# temporal_neq_array

Fig. 1: temporal_neq_array, cells colored by class
The bar under the picture is 20 um long. Fill, decap, tap and diode cells in gray.
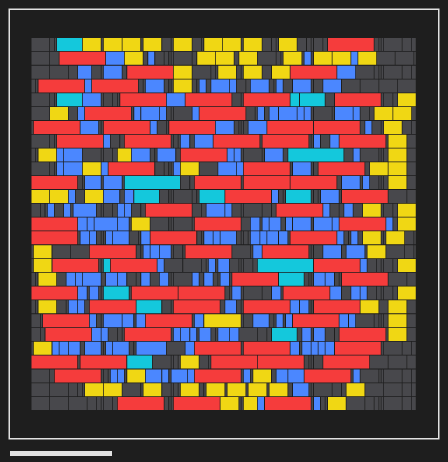
Fig. 2: temporal_neq_array, port wiring
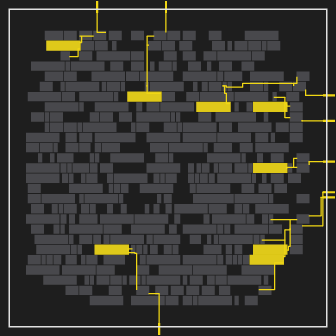
## src/rtl/temporal_neq_array.sv

```systemverilog
// rtl/temporal_neq_array.sv - multi-channel clocked race-logic not-equal gate with gamma time base
module temporal_neq_array #(
  parameter int N_CHANNELS        = 8,
  parameter int GAMMA_CYCLE_WIDTH = 16,
  parameter int PULSE_WIDTH       = 8,
  parameter int MODE              = 0,
  parameter int CW                = $clog2(GAMMA_CYCLE_WIDTH)
) (
  input  logic                     clk,
  input  logic                     reset,
  input  logic [N_CHANNELS-1:0]    a,
  input  logic [N_CHANNELS-1:0]    b,
  output logic [N_CHANNELS-1:0]    y,
  output logic [N_CHANNELS-1:0]    y_valid,
  output logic [N_CHANNELS*CW-1:0] y_time,
  output logic [CW-1:0]            gamma_count,
  output logic                     gamma_start
);

  localparam int PCW = (PULSE_WIDTH > 1) ? $clog2(PULSE_WIDTH) : 1;
  localparam logic [CW-1:0]  LAST_COUNT = CW'(GAMMA_CYCLE_WIDTH - 1);
  localparam logic [PCW-1:0] PULSE_LOAD = PCW'(PULSE_WIDTH - 1);
  localparam logic           Y_IDLE     = (MODE == 1) ? 1'b1 : 1'b0;

  localparam logic [1:0] ST_ARMED   = 2'd0;
  localparam logic [1:0] ST_B_SEEN  = 2'd1;
  localparam logic [1:0] ST_FIRED   = 2'd2;
  localparam logic [1:0] ST_BLOCKED = 2'd3;

  logic [N_CHANNELS-1:0] a_act, b_act, a_prev, b_prev, a_ev, b_ev, fire;
  logic [1:0]            state    [N_CHANNELS];
  logic [1:0]            state_nx [N_CHANNELS];
  logic [PCW-1:0]        pcnt     [N_CHANNELS];
  logic                  at_zero, at_last;

  assign at_zero     = (gamma_count == '0);
  assign at_last     = (gamma_count == LAST_COUNT);
  assign gamma_start = at_zero;

  // Inputs are normalised so that 1 always means "at active level".
  assign a_act = (MODE == 1) ? ~a : a;
  assign b_act = (MODE == 1) ? ~b : b;
  assign a_ev  = a_act & ~(a_prev & {N_CHANNELS{~at_zero}});
  assign b_ev  = b_act & ~(b_prev & {N_CHANNELS{~at_zero}});

  always_comb begin
    for (int i = 0; i < N_CHANNELS; i++) begin
      state_nx[i] = state[i];
      fire[i]     = 1'b0;
      case (state[i])
        ST_ARMED: begin
          if (a_ev[i] && b_ev[i]) begin
            state_nx[i] = ST_BLOCKED;
          end else if (a_ev[i]) begin
            state_nx[i] = ST_FIRED;
            fire[i]     = 1'b1;
          end else if (b_ev[i]) begin
            state_nx[i] = ST_B_SEEN;
          end
        end
        ST_B_SEEN: begin
          if (a_ev[i]) begin
            state_nx[i] = ST_FIRED;
            fire[i]     = 1'b1;
          end
        end
        default: state_nx[i] = state[i];
      endcase
    end
  end

  always_ff @(posedge clk or posedge reset) begin
    if (reset) begin
      gamma_count <= '0;
      a_prev      <= '0;
      b_prev      <= '0;
      y           <= {N_CHANNELS{Y_IDLE}};
      y_valid     <= '0;
      y_time      <= '0;
      for (int i = 0; i < N_CHANNELS; i++) begin
        state[i] <= ST_ARMED;
        pcnt[i]  <= '0;
      end
    end else begin
      gamma_count <= at_last ? '0 : gamma_count + 1'b1;
      a_prev      <= a_act;
      b_prev      <= b_act;
      // The wrap clears every channel and swallows any event seen in the last slot.
      if (at_last) begin
        y       <= {N_CHANNELS{Y_IDLE}};
        y_valid <= '0;
        y_time  <= '0;
        for (int i = 0; i < N_CHANNELS; i++) begin
          state[i] <= ST_ARMED;
          pcnt[i]  <= '0;
        end
      end else begin
        for (int i = 0; i < N_CHANNELS; i++) begin
          state[i] <= state_nx[i];
          if (fire[i]) begin
            y[i]                <= ~Y_IDLE;
            y_valid[i]          <= 1'b1;
            y_time[i*CW +: CW]  <= gamma_count;
            pcnt[i]             <= PULSE_LOAD;
          end else if (MODE == 2 && y[i]) begin
            if (pcnt[i] == '0) begin
              y[i] <= 1'b0;
            end else begin
              pcnt[i] <= pcnt[i] - 1'b1;
            end
          end
        end
      end
    end
  end

endmodule

```

## config.mk

```make
export PLATFORM = sky130hd
export DESIGN_NAME = temporal_neq_array
export DESIGN_NICKNAME = d
export VERILOG_FILES = /design/src/rtl/temporal_neq_array.sv
export SDC_FILE = /design/constraint.sdc
export NUM_CORES = 1
export LEC_CHECK = 0
export CORE_MARGIN = 4
export CORE_UTILIZATION = 53
export DETAILED_ROUTE_END_ITERATION = 7
export PLACE_DENSITY_LB_ADDON = 0.2
export SLEW_MARGIN = 25
export SYNTH_ARGS = -nofsm -noshare
export SYNTH_HDL_FRONTEND = slang
export SYNTH_SLANG_ARGS = --single-unit
```

## constraint.sdc

```tcl
create_clock -name clk -period 7.15 [get_ports clk]
set_input_delay 1.0725 -clock clk [delete_from_list [all_inputs] [get_ports clk]]
set_output_delay 1.0725 -clock clk [all_outputs]
set_load 0.005 [all_outputs]
```

==> impl_metrics.tcl <==
# yosys + openroad results
set metrics [dict create \
    grt_first_pass_wirelength_um 11000 \
    fmax_ghz 0.297 \
    highest_layer "met4" \
    top_cell_area_share 0.616 \
    logic_gates 151 \
    wirelength_um 6520 \
    comb_share 0.234 \
    place_hpwl_um 4370 \
    rows 27 \
    largestClassByArea "flip-flops and latches" \
    drv_slew 0 \
    wire_per_inst_um 15.7 \
    taps 72 \
    final_hold_viol_count 0 \
    cts_resized 0 \
    die_w_um 84.3 \
    initCoreUtil 0.554 \
    n_antenna_cell 0 \
    p_leak_nw 1.96 \
    min_from "y_valid[7]" \
    dieArea_um2 7110 \
    status "completed" \
    seqAreaFraction 0.471 \
    holdCritPathClass "flip-flop to flip-flop" \
    hold_end "y_valid[7]" \
    use_met2 0.320 \
    finalSetupViolCount 0 \
    intPower_w 0.000722 \
    clk_latency_ns 0.35 \
    grt_max_degree 77 \
    crit_required_ns 6.08 \
    crit_fanout 10 \
    ys_area_um2 3090 \
    largest-register "y_time" \
    crit_type "flip-flop to output port" \
    mostFrequentLayoutCell "dfrtp_1" \
    buf_share 0.182 \
    cts_sinks 76 \
    synth-edff-count 0 \
    clockBufferCount 12 \
    synthAoiAreaFrac 0.0928 \
    final-clk-cell-share 0.0619 \
]
About Fig. 1:
legend:
  cyan:
    class: clock drivers and dummy loads
    cells: 16
    share_of_their_area: 6.3%
  red:
    class: sequential cells
    cells: 76
    share_of_their_area: 48%
  yellow:
    class: remaining buffers and delay cells
    cells: 73
    share_of_their_area: 19%
  blue:
    class: remaining logic cells
    cells: 179
    share_of_their_area: 27%

About Fig. 2:
legend:
  yellow:
    port: `y_valid`
    direction: output
    end_cells: 8
    buffers: 8
    wire: 207 um


# bailey_border_ctrl

Fig. 3: bailey_border_ctrl, the metal 1 layer
Supply wires on this layer in gray.
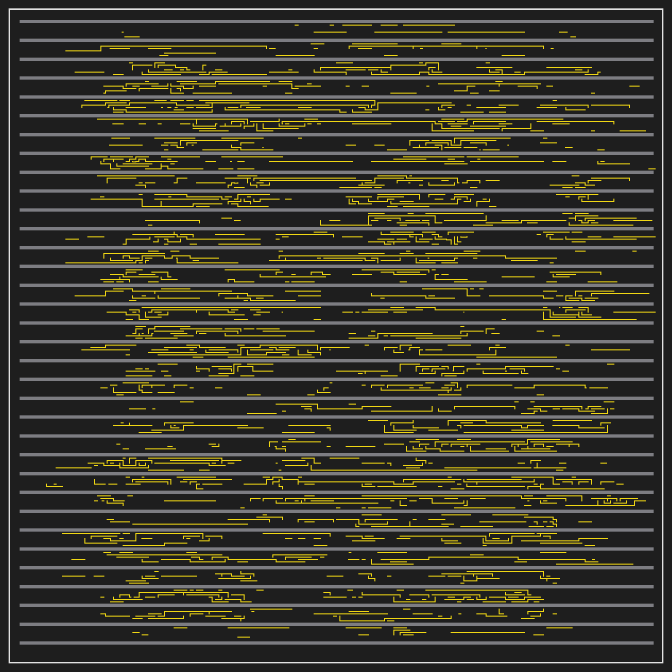
Fig. 4: bailey_border_ctrl, local utilization
9 x 9 tiles, from white (low) to dark blue (high), 0 to 100% covered.
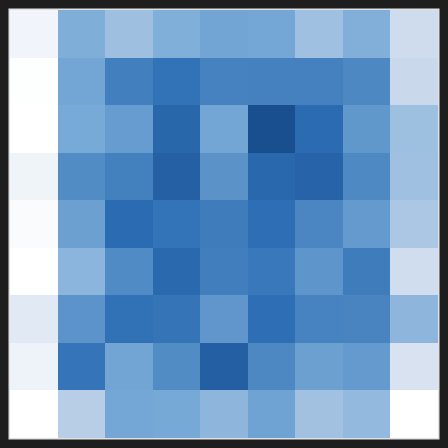
$ cat src/rtl/bailey_border_ctrl.sv
// Control unit for the 7x7 window/row-buffer block: accepts the raster stream, flushes with
// zero pushes, tracks the window centre and drives mirror-without-duplication border selects.
module bailey_border_ctrl #(
  parameter int unsigned ROW_WIDTH  = 100,
  parameter int unsigned NUM_ROWS   = 100,
  parameter int unsigned PIX_BIT    = 8,
  parameter int unsigned MASK_WIDTH = 7,
  parameter int unsigned MASK_LAT   = 1
) (
  input  logic               clk,
  input  logic               reset,
  input  logic               start,
  input  logic [PIX_BIT-1:0] pix_in,
  input  logic               pix_in_valid,
  output logic               pix_in_ready,
  output logic               ctrl2buf_valid,
  output logic [PIX_BIT-1:0] data_cu2bufcf,
  output logic               sel_top_row,
  output logic [1:0]         sel_btm_row,
  output logic               sel_left_col,
  output logic [1:0]         sel_right_col,
  output logic               win_valid,
  output logic               frame_done
);

  localparam int unsigned Radius   = MASK_WIDTH / 2;
  localparam int unsigned NumPix   = ROW_WIDTH * NUM_ROWS;
  localparam int unsigned NumFlush = Radius * ROW_WIDTH + Radius;
  localparam int unsigned PixW     = $clog2(NumPix);
  localparam int unsigned FlushW   = $clog2(NumFlush);
  localparam int unsigned ColW     = $clog2(ROW_WIDTH);
  localparam int unsigned RowW     = $clog2(NUM_ROWS);
  localparam int unsigned BtmTh    = NUM_ROWS - 1 - Radius;
  localparam int unsigned RgtTh    = ROW_WIDTH - 1 - Radius;

  typedef enum logic [1:0] {StIdle, StStream, StFlush, StDone} state_e;

  state_e              state_q;
  logic [PixW-1:0]     pix_cnt_q;
  logic [FlushW-1:0]   flush_cnt_q;
  logic [FlushW-1:0]   fill_cnt_q;
  logic                fill_done_q;
  logic [RowW-1:0]     rc_q;
  logic [ColW-1:0]     cc_q;
  // Bit 0 travels with the push; bit MASK_LAT lines up with the mask output.
  logic [MASK_LAT:0]   wv_q;
  logic                push;

  assign push         = ((state_q == StStream) && pix_in_valid) || (state_q == StFlush);
  assign pix_in_ready = (state_q == StStream);
  assign win_valid    = wv_q[MASK_LAT];

  always_ff @(posedge clk) begin
    if (reset) begin
      state_q        <= StIdle;
      pix_cnt_q      <= '0;
      flush_cnt_q    <= '0;
      fill_cnt_q     <= '0;
      fill_done_q    <= 1'b0;
      rc_q           <= '0;
      cc_q           <= '0;
      wv_q           <= '0;
      ctrl2buf_valid <= 1'b0;
      data_cu2bufcf  <= '0;
      sel_top_row    <= 1'b0;
      sel_btm_row    <= 2'd0;
      sel_left_col   <= 1'b0;
      sel_right_col  <= 2'd0;
      frame_done     <= 1'b0;
    end else begin
      ctrl2buf_valid <= 1'b0;
      frame_done     <= 1'b0;
      wv_q           <= {wv_q[MASK_LAT-1:0], push && fill_done_q};

      unique case (state_q)
        StIdle: begin
          if (start) begin
            state_q     <= StStream;
            pix_cnt_q   <= '0;
            flush_cnt_q <= '0;
            fill_cnt_q  <= '0;
            fill_done_q <= 1'b0;
            rc_q        <= '0;
            cc_q        <= '0;
          end
        end
        StStream: begin
          if (pix_in_valid) begin
            if (pix_cnt_q == PixW'(NumPix - 1)) begin
              state_q   <= StFlush;
              pix_cnt_q <= '0;
            end else begin
              pix_cnt_q <= pix_cnt_q + 1'b1;
            end
          end
        end
        StFlush: begin
          if (flush_cnt_q == FlushW'(NumFlush - 1)) begin
            state_q     <= StDone;
            flush_cnt_q <= '0;
          end else begin
            flush_cnt_q <= flush_cnt_q + 1'b1;
          end
        end
        StDone: begin
          frame_done <= 1'b1;
          state_q    <= StIdle;
        end
        default: state_q <= StIdle;
      endcase

      if (push) begin
        ctrl2buf_valid <= 1'b1;
        data_cu2bufcf  <= (state_q == StStream) ? pix_in : '0;
        if (fill_done_q) begin
          sel_top_row   <= (rc_q < RowW'(Radius));
          sel_btm_row   <= (rc_q > RowW'(BtmTh)) ? 2'(rc_q - RowW'(BtmTh)) : 2'd0;
          sel_left_col  <= (cc_q < ColW'(Radius));
          sel_right_col <= (cc_q > ColW'(RgtTh)) ? 2'(cc_q - ColW'(RgtTh)) : 2'd0;
          if (cc_q == ColW'(ROW_WIDTH - 1)) begin
            cc_q <= '0;
            rc_q <= (rc_q == RowW'(NUM_ROWS - 1)) ? '0 : rc_q + 1'b1;
          end else begin
            cc_q <= cc_q + 1'b1;
          end
        end else begin
          // Fill phase: no centre exists yet, so borders stay deselected.
          sel_top_row   <= 1'b0;
          sel_btm_row   <= 2'd0;
          sel_left_col  <= 1'b0;
          sel_right_col <= 2'd0;
          if (fill_cnt_q == FlushW'(NumFlush - 1)) begin
            fill_done_q <= 1'b1;
          end
          fill_cnt_q <= fill_cnt_q + 1'b1;
        end
      end
    end
  end

endmodule

$ cat config.mk
export PLATFORM = sky130hd
export DESIGN_NAME = bailey_border_ctrl
export DESIGN_NICKNAME = d
export VERILOG_FILES = /design/src/rtl/bailey_border_ctrl.sv
export SDC_FILE = /design/constraint.sdc
export NUM_CORES = 1
export LEC_CHECK = 0
export ABC_AREA = 1
export CAP_MARGIN = 10
export CELL_PAD_IN_SITES_DETAIL_PLACEMENT = 0
export CELL_PAD_IN_SITES_GLOBAL_PLACEMENT = 1
export CORE_UTILIZATION = 41
export CTS_BUF_LIST = sky130_fd_sc_hd__clkbuf_16
export CTS_CLUSTER_SIZE = 24
export DETAILED_ROUTE_END_ITERATION = 7
export HOLD_SLACK_MARGIN = 0.15
export PLACE_DENSITY_LB_ADDON = 0.3
export SETUP_SLACK_MARGIN = 0.3
export SLEW_MARGIN = 10
export SYNTH_ARGS = -nofsm -noshare
export SYNTH_HDL_FRONTEND = slang
export SYNTH_SLANG_ARGS = --single-unit
export TNS_END_PERCENT = 10
$ cat constraint.sdc
create_clock -name clk -period 1.57 [get_ports clk]
set_input_delay 0.3925 -clock clk [delete_from_list [all_inputs] [get_ports clk]]
set_output_delay 0.3925 -clock clk [all_outputs]
set_load 0.01 [all_outputs]
==> impl_metrics.tcl <==
# yosys + openroad results
set metrics [dict create \
    status "completed" \
    r2r_cells 10 \
    holdBufCountCts 0 \
    power_density_nw_per_um2 1210 \
    ys_top_cells_by_area "dfxtp_1 (39%), nand2_1 (11%), nor2_1 (7.7%)" \
    inv_count 62 \
    met1_usage 0.254 \
    critical_path.top_delay_family "flip-flops" \
    flop_area_um2 1360 \
    syn-num-nets 531 \
    top_cell_area_share 0.385 \
    wl_met3_um 237 \
    period_used_share 0.920 \
    vias 3352 \
    critical_path.max_stage_delay_ns 0.38 \
    holdCritPathClass "flip-flop to flip-flop" \
    final_area_um2 4670 \
    cp.arrival_ns 1.05 \
    final_cell_mix "nand2_1 (95), nor2_1 (68), dfxtp_1 (56)" \
    grt_max_degree 18 \
    max-slew-margin-rel 0.739 \
    numCtsBuffers 9 \
    antenna_found_initial 0 \
    fmax_ghz 0.692 \
    buf_share 0.119 \
    min_path_cells 2 \
    grt_pass1_vias 2946 \
]
## Picture notes: Fig. 3
wire length on this layer: 4020 um
share of all routed wire: 49%
nets with wire on the layer: 560

## Picture notes: Fig. 4
mean over tiles: 51%
emptiest ninth of the die: top left
nearly empty tiles: 6.2%
densest ninth of the die: middle
fullest tile: 88%
tiles over 75% full: 12%


# cache_ctrl_flat

File: config.mk
export PLATFORM = sky130hd
export DESIGN_NAME = cache_ctrl_flat
export DESIGN_NICKNAME = d
export VERILOG_FILES = /design/src/rtl/cache_pkg.sv /design/src/rtl/cache_ctrl_if.sv /design/src/rtl/cache_meta.sv /design/src/rtl/cache_ctrl.sv /design/src/flat_wrapper.sv
export SDC_FILE = /design/constraint.sdc
export NUM_CORES = 1
export LEC_CHECK = 0
export ABC_AREA = 1
export ABC_CLOCK_PERIOD_IN_PS = 8050
export CAP_MARGIN = 20
export CORE_AREA = 8 8 136 232
export CTS_CLUSTER_SIZE = 25
export DETAILED_ROUTE_END_ITERATION = 7
export DIE_AREA = 0 0 144 240
export MAX_ROUTING_LAYER = met4
export PLACE_DENSITY = 0.57
export SYNTH_ARGS = -nofsm -noshare
export SYNTH_HDL_FRONTEND = slang
export SYNTH_HIERARCHICAL = 1
export SYNTH_SLANG_ARGS = --single-unit
File: constraint.sdc
create_clock -name clock -period 8.05 [get_ports clock]
set_input_delay 0.805 -clock clock [delete_from_list [all_inputs] [get_ports clock]]
set_output_delay 0.805 -clock clock [all_outputs]
set_load 0.02 [all_outputs]
File: src/rtl/cache_pkg.sv
// Shared geometry, metadata layout and FSM state encoding for the
// 2-way, 8-set, one-byte-per-line cache controller.
package cache_pkg;

  localparam int TAG_W    = 5;
  localparam int INDEX_W  = 3;
  localparam int NUM_SETS = 8;
  localparam int NUM_WAYS = 2;

  typedef enum logic [2:0] {
    IDLE,
    LOOKUP,
    WRITEBACK,
    FILL,
    RESPOND
  } state_e;

  typedef struct packed {
    logic [TAG_W-1:0] tag;
    logic             valid;
    logic             dirty;
  } line_meta_t;

endpackage

File: src/rtl/cache_ctrl_if.sv
// CPU, data-array and memory signals of the cache controller in one bundle.
// slave = controller view, master = environment (CPU, data array, memory).
interface cache_ctrl_if #(
  parameter int ADDR_W = 8,
  parameter int DATA_W = 8
);

  logic                         cpu_req;
  logic                         cpu_we;
  logic [ADDR_W-1:0]            cpu_addr;
  logic [DATA_W-1:0]            cpu_wdata;
  logic                         cpu_ready;
  logic                         cpu_ack;
  logic [DATA_W-1:0]            cpu_rdata;

  logic [cache_pkg::INDEX_W-1:0] da_index;
  logic                         da_way;
  logic                         da_we;
  logic [DATA_W-1:0]            da_wdata;
  logic [DATA_W-1:0]            da_rdata;

  logic                         mem_req;
  logic                         mem_we;
  logic [ADDR_W-1:0]            mem_addr;
  logic [DATA_W-1:0]            mem_wdata;
  logic [DATA_W-1:0]            mem_rdata;
  logic                         mem_ack;

  modport slave (
    input  cpu_req, cpu_we, cpu_addr, cpu_wdata, da_rdata, mem_rdata, mem_ack,
    output cpu_ready, cpu_ack, cpu_rdata, da_index, da_way, da_we, da_wdata,
           mem_req, mem_we, mem_addr, mem_wdata
  );

  modport master (
    output cpu_req, cpu_we, cpu_addr, cpu_wdata, da_rdata, mem_rdata, mem_ack,
    input  cpu_ready, cpu_ack, cpu_rdata, da_index, da_way, da_we, da_wdata,
           mem_req, mem_we, mem_addr, mem_wdata
  );

endinterface

File: src/rtl/cache_meta.sv
// Tag/valid/dirty storage per set and way plus the per-set lru bit.
// Reads are combinational; writes and lru updates land on the clock edge.
module cache_meta
  import cache_pkg::*;
(
  input  logic                        clock,
  input  logic                        reset,
  input  logic [INDEX_W-1:0]          rd_index,
  output line_meta_t [NUM_WAYS-1:0]   rd_meta,
  output logic                        rd_lru,
  input  logic                        wr_en,
  input  logic [INDEX_W-1:0]          wr_index,
  input  logic                        wr_way,
  input  line_meta_t                  wr_meta,
  input  logic                        lru_en,
  input  logic [INDEX_W-1:0]          lru_index,
  input  logic                        lru_way
);

  logic [TAG_W-1:0]                   tag_q [NUM_SETS][NUM_WAYS];
  logic [NUM_SETS-1:0][NUM_WAYS-1:0]  valid_q, valid_d;
  logic [NUM_SETS-1:0][NUM_WAYS-1:0]  dirty_q, dirty_d;
  logic [NUM_SETS-1:0]                lru_q, lru_d;

  always_comb begin
    // NOTE: every target gets a default first, so no path leaves it unassigned and no latch is inferred.
    valid_d = valid_q;
    dirty_d = dirty_q;
    lru_d   = lru_q;
    if (wr_en) begin
      valid_d[wr_index][wr_way] = wr_meta.valid;
      dirty_d[wr_index][wr_way] = wr_meta.dirty;
    end
    if (lru_en) begin
      lru_d[lru_index] = lru_way;
    end
  end

  always_ff @(posedge clock) begin
    // NOTE: non-blocking assignments here so every flop samples pre-edge values regardless of block order.
    if (reset) begin
      valid_q <= '0;
      dirty_q <= '0;
      lru_q   <= '0;
    end else begin
      valid_q <= valid_d;
      dirty_q <= dirty_d;
      lru_q   <= lru_d;
    end
  end

  // NOTE: the tag array is a plain memory with no reset; a cleared valid bit makes stale tags harmless.
  always_ff @(posedge clock) begin
    if (wr_en) begin
      tag_q[wr_index][wr_way] <= wr_meta.tag;
    end
  end

  always_comb begin
    for (int w = 0; w < NUM_WAYS; w++) begin
      rd_meta[w].tag   = tag_q[rd_index][w];
      rd_meta[w].valid = valid_q[rd_index][w];
      rd_meta[w].dirty = dirty_q[rd_index][w];
    end
    rd_lru = lru_q[rd_index];
  end

endmodule

File: src/rtl/cache_ctrl.sv
// Cache controller: request FSM, hit/miss detection, victim choice,
// writeback/fill sequencing and saturating hit/miss counters.
module cache_ctrl
  import cache_pkg::*;
#(
  parameter int ADDR_W = 8,
  parameter int DATA_W = 8
) (
  input  logic        clock,
  input  logic        reset,
  cache_ctrl_if.slave bus,
  output logic        hit,
  output logic        miss,
  output logic [7:0]  hit_count,
  output logic [7:0]  miss_count
);

  state_e              state_q, state_d;
  logic                we_q, we_d;
  logic [ADDR_W-1:0]   addr_q, addr_d;
  logic [DATA_W-1:0]   wdata_q, wdata_d;
  logic [DATA_W-1:0]   data_q, data_d;
  logic                way_q, way_d;
  logic [7:0]          hit_cnt_q, hit_cnt_d;
  logic [7:0]          miss_cnt_q, miss_cnt_d;

  logic [TAG_W-1:0]          req_tag;
  logic [INDEX_W-1:0]        req_index;
  line_meta_t [NUM_WAYS-1:0] rd_meta;
  logic                      rd_lru;
  logic                      meta_we, meta_way;
  line_meta_t                meta_wdata;
  logic                      lru_we, lru_way;
  logic [NUM_WAYS-1:0]       way_match;
  logic                      lookup_hit, hit_way, victim_way, sel_way, victim_dirty;

  assign req_tag   = addr_q[ADDR_W-1 -: TAG_W];
  assign req_index = addr_q[INDEX_W-1:0];

  cache_meta u_meta (
    .clock     (clock),
    .reset     (reset),
    .rd_index  (req_index),
    .rd_meta   (rd_meta),
    .rd_lru    (rd_lru),
    .wr_en     (meta_we),
    .wr_index  (req_index),
    .wr_way    (meta_way),
    .wr_meta   (meta_wdata),
    .lru_en    (lru_we),
    .lru_index (req_index),
    .lru_way   (lru_way)
  );

  // Way 0 wins a double match; victim is the first invalid way, else the lru way.
  always_comb begin
    for (int w = 0; w < NUM_WAYS; w++) begin
      way_match[w] = rd_meta[w].valid && (rd_meta[w].tag == req_tag);
    end
    lookup_hit = |way_match;
    hit_way    = !way_match[0];
    if (!rd_meta[0].valid)      victim_way = 1'b0;
    else if (!rd_meta[1].valid) victim_way = 1'b1;
    else                        victim_way = rd_lru;
    victim_dirty = rd_meta[victim_way].valid && rd_meta[victim_way].dirty;
    sel_way      = lookup_hit ? hit_way : victim_way;
  end

  always_comb begin
    state_d    = state_q;
    we_d       = we_q;
    addr_d     = addr_q;
    wdata_d    = wdata_q;
    data_d     = data_q;
    way_d      = way_q;
    meta_we    = 1'b0;
    meta_way   = way_q;
    meta_wdata = '{tag: req_tag, valid: 1'b1, dirty: 1'b1};
    lru_we     = 1'b0;
    lru_way    = !way_q;
    hit        = 1'b0;
    miss       = 1'b0;

    bus.cpu_ready = 1'b0;
    bus.cpu_ack   = 1'b0;
    bus.cpu_rdata = '0;
    bus.da_index  = '0;
    bus.da_way    = 1'b0;
    bus.da_we     = 1'b0;
    bus.da_wdata  = '0;
    bus.mem_req   = 1'b0;
    bus.mem_we    = 1'b0;
    bus.mem_addr  = '0;
    bus.mem_wdata = '0;

    unique case (state_q)
      IDLE: begin
        bus.cpu_ready = 1'b1;
        if (bus.cpu_req) begin
          we_d    = bus.cpu_we;
          addr_d  = bus.cpu_addr;
          wdata_d = bus.cpu_wdata;
          state_d = LOOKUP;
        end
      end

      LOOKUP: begin
        bus.da_index = req_index;
        bus.da_way   = sel_way;
        data_d       = bus.da_rdata;
        way_d        = sel_way;
        meta_way     = sel_way;
        hit          = lookup_hit;
        miss         = !lookup_hit;
        if (lookup_hit || (we_q && !victim_dirty)) begin
          // Write hit, or write miss into a clean victim: the line is fully written now.
          if (we_q) begin
            bus.da_we    = 1'b1;
            bus.da_wdata = wdata_q;
            meta_we      = 1'b1;
          end
          state_d = RESPOND;
        end else if (victim_dirty) begin
          state_d = WRITEBACK;
        end else begin
          state_d = FILL;
        end
      end

      WRITEBACK: begin
        bus.da_index  = req_index;
        bus.da_way    = way_q;
        bus.mem_req   = 1'b1;
        bus.mem_we    = 1'b1;
        bus.mem_addr  = {rd_meta[way_q].tag, req_index};
        bus.mem_wdata = data_q;
        if (bus.mem_ack) begin
          if (we_q) begin
            bus.da_we    = 1'b1;
            bus.da_wdata = wdata_q;
            meta_we      = 1'b1;
            state_d      = RESPOND;
          end else begin
            state_d = FILL;
          end
        end
      end

      FILL: begin
        bus.da_index = req_index;
        bus.da_way   = way_q;
        bus.mem_req  = 1'b1;
        bus.mem_addr = addr_q;
        if (bus.mem_ack) begin
          bus.da_we        = 1'b1;
          bus.da_wdata     = bus.mem_rdata;
          meta_we          = 1'b1;
          meta_wdata.dirty = 1'b0;
          data_d           = bus.mem_rdata;
          state_d          = RESPOND;
        end
      end

      RESPOND: begin
        bus.cpu_ack   = 1'b1;
        bus.cpu_rdata = data_q;
        lru_we        = 1'b1;
        state_d       = IDLE;
      end

      default: state_d = IDLE;
    endcase

    hit_cnt_d  = hit_cnt_q;
    miss_cnt_d = miss_cnt_q;
    if (hit && hit_cnt_q != 8'hFF)   hit_cnt_d  = hit_cnt_q + 8'd1;
    if (miss && miss_cnt_q != 8'hFF) miss_cnt_d = miss_cnt_q + 8'd1;
  end

  always_ff @(posedge clock) begin
    if (reset) begin
      state_q    <= IDLE;
      we_q       <= 1'b0;
      addr_q     <= '0;
      wdata_q    <= '0;
      data_q     <= '0;
      way_q      <= 1'b0;
      hit_cnt_q  <= '0;
      miss_cnt_q <= '0;
    end else begin
      state_q    <= state_d;
      we_q       <= we_d;
      addr_q     <= addr_d;
      wdata_q    <= wdata_d;
      data_q     <= data_d;
      way_q      <= way_d;
      hit_cnt_q  <= hit_cnt_d;
      miss_cnt_q <= miss_cnt_d;
    end
  end

  assign hit_count  = hit_cnt_q;
  assign miss_count = miss_cnt_q;

endmodule

File: src/flat_wrapper.sv
// flat-port wrapper written by rule: the top's interface ports become plain ports
module cache_ctrl_flat import cache_pkg::*;
#(
  parameter int ADDR_W = 8,
  parameter int DATA_W = 8
)
  (clock, reset, hit, miss, hit_count, miss_count, bus_cpu_req, bus_cpu_we, bus_cpu_addr, bus_cpu_wdata, bus_da_rdata, bus_mem_rdata, bus_mem_ack, bus_cpu_ready, bus_cpu_ack, bus_cpu_rdata, bus_da_index, bus_da_way, bus_da_we, bus_da_wdata, bus_mem_req, bus_mem_we, bus_mem_addr, bus_mem_wdata);
  cache_ctrl_if #(.ADDR_W(ADDR_W), .DATA_W(DATA_W)) bus_i ();
  input  logic clock;
  input  logic reset;
  output logic hit;
  output logic miss;
  output logic [7:0] hit_count;
  output logic [7:0] miss_count;
  input wire logic [$bits(bus_i.cpu_req)-1:0] bus_cpu_req;
  input wire logic [$bits(bus_i.cpu_we)-1:0] bus_cpu_we;
  input wire logic [$bits(bus_i.cpu_addr)-1:0] bus_cpu_addr;
  input wire logic [$bits(bus_i.cpu_wdata)-1:0] bus_cpu_wdata;
  input wire logic [$bits(bus_i.da_rdata)-1:0] bus_da_rdata;
  input wire logic [$bits(bus_i.mem_rdata)-1:0] bus_mem_rdata;
  input wire logic [$bits(bus_i.mem_ack)-1:0] bus_mem_ack;
  output wire logic [$bits(bus_i.cpu_ready)-1:0] bus_cpu_ready;
  output wire logic [$bits(bus_i.cpu_ack)-1:0] bus_cpu_ack;
  output wire logic [$bits(bus_i.cpu_rdata)-1:0] bus_cpu_rdata;
  output wire logic [$bits(bus_i.da_index)-1:0] bus_da_index;
  output wire logic [$bits(bus_i.da_way)-1:0] bus_da_way;
  output wire logic [$bits(bus_i.da_we)-1:0] bus_da_we;
  output wire logic [$bits(bus_i.da_wdata)-1:0] bus_da_wdata;
  output wire logic [$bits(bus_i.mem_req)-1:0] bus_mem_req;
  output wire logic [$bits(bus_i.mem_we)-1:0] bus_mem_we;
  output wire logic [$bits(bus_i.mem_addr)-1:0] bus_mem_addr;
  output wire logic [$bits(bus_i.mem_wdata)-1:0] bus_mem_wdata;
  assign bus_i.cpu_req = bus_cpu_req;
  assign bus_i.cpu_we = bus_cpu_we;
  assign bus_i.cpu_addr = bus_cpu_addr;
  assign bus_i.cpu_wdata = bus_cpu_wdata;
  assign bus_i.da_rdata = bus_da_rdata;
  assign bus_i.mem_rdata = bus_mem_rdata;
  assign bus_i.mem_ack = bus_mem_ack;
  assign bus_cpu_ready = bus_i.cpu_ready;
  assign bus_cpu_ack = bus_i.cpu_ack;
  assign bus_cpu_rdata = bus_i.cpu_rdata;
  assign bus_da_index = bus_i.da_index;
  assign bus_da_way = bus_i.da_way;
  assign bus_da_we = bus_i.da_we;
  assign bus_da_wdata = bus_i.da_wdata;
  assign bus_mem_req = bus_i.mem_req;
  assign bus_mem_we = bus_i.mem_we;
  assign bus_mem_addr = bus_i.mem_addr;
  assign bus_mem_wdata = bus_i.mem_wdata;
  cache_ctrl #(.ADDR_W(ADDR_W), .DATA_W(DATA_W)) u_core (.clock(clock), .reset(reset), .bus(bus_i), .hit(hit), .miss(miss), .hit_count(hit_count), .miss_count(miss_count));
endmodule
Fig. 5: cache_ctrl_flat, met4 routing
The bar under the picture is 50 um long. Supply wires on this layer in gray.
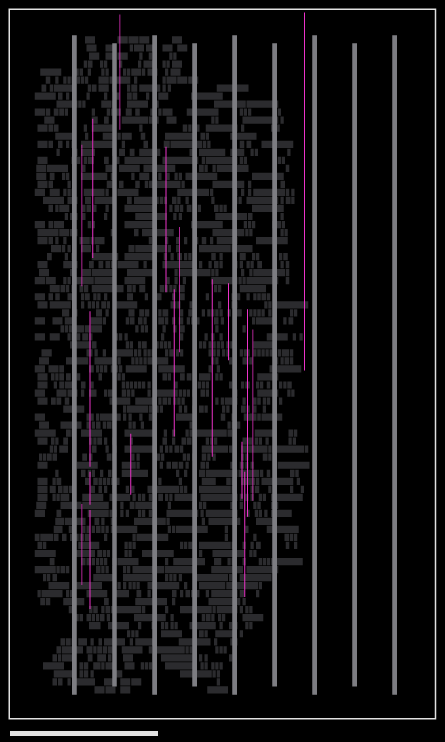
share of all routed wire: 3.3%
nets with wire on the layer: 13

==> impl_metrics.tcl <==
# yosys + openroad results
set metrics [dict create \
    status "completed" \
    fin_tns_setup_ns 0 \
    synthCells 1166 \
    p_leak_nw 4.42 \
    max-slew-margin-rel 0.263 \
    holdCritPathClass "flip-flop to flip-flop" \
    post_dp_cell_area_um2 9620 \
    async_flop_share 0 \
    yosys.area.top_type "edfxtp_1" \
    final_hold_viol_count 0 \
    min_from "u_core/u_meta/lru_q[4]" \
    firstDrtPassIters 4 \
    buf_share 0.0998 \
    use_met3 0.0280 \
    netlist_area_um2 8340 \
    worst_pin_slew_ns 1.10 \
    worstSetupEndpointType "output port" \
    drtIter0Drc 365 \
    taps 378 \
    numCtsBuffers 17 \
    worst-path-stages 15 \
    gp_congestion 0.925 \
    dieArea_um2 34600 \
    flop_area_um2 4110 \
    min_period_ns 5.05 \
    final_area_um2 10300 \
    crit_chain "inv_1 > nand2_1 > nand2_1 > nand2_1 > nand2_1 > nor2_1 > nand3_1 > nand2_1 > inv_2 > nand2_1 > nand2_1 > o21ai_2 > nand2_1 > nand2_1 > clkdlybuf4s50_1" \
    place_hpwl_um 18000 \
    grt_usage 0.153 \
    busiest_layer "met2" \
    finalSetupViolCount 0 \
]


==> gallery <==
Routing congestion map.
image #1
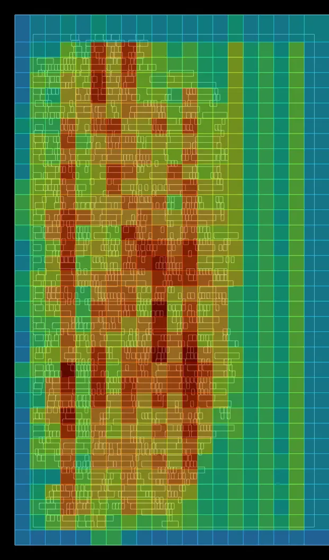
image #2
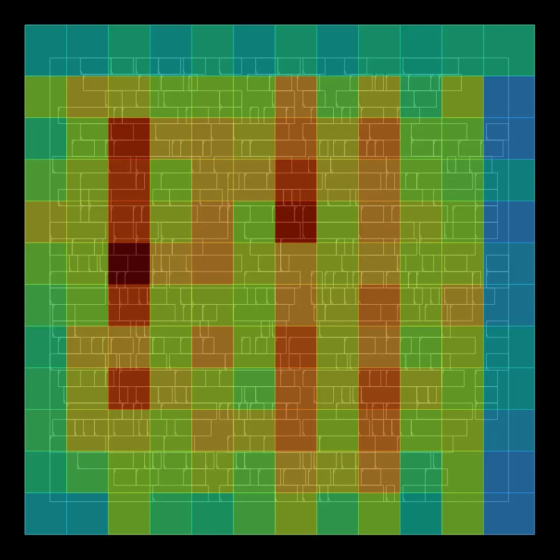
image #3
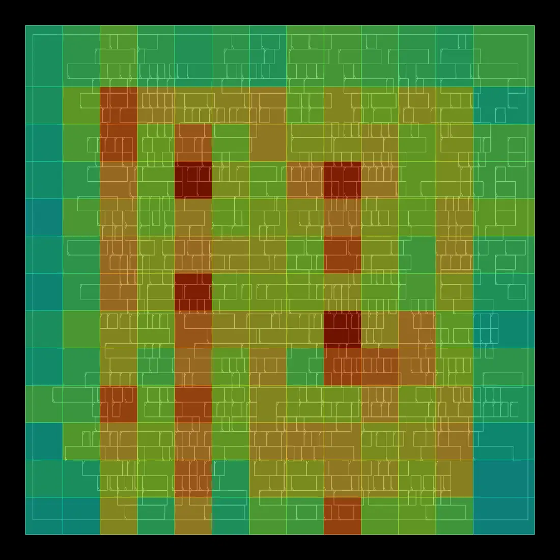
bailey_border_ctrl: image #3
temporal_neq_array: image #2
cache_ctrl_flat: image #1
Of these, highest utilization: image #2
Of these, lowest utilization: image #1

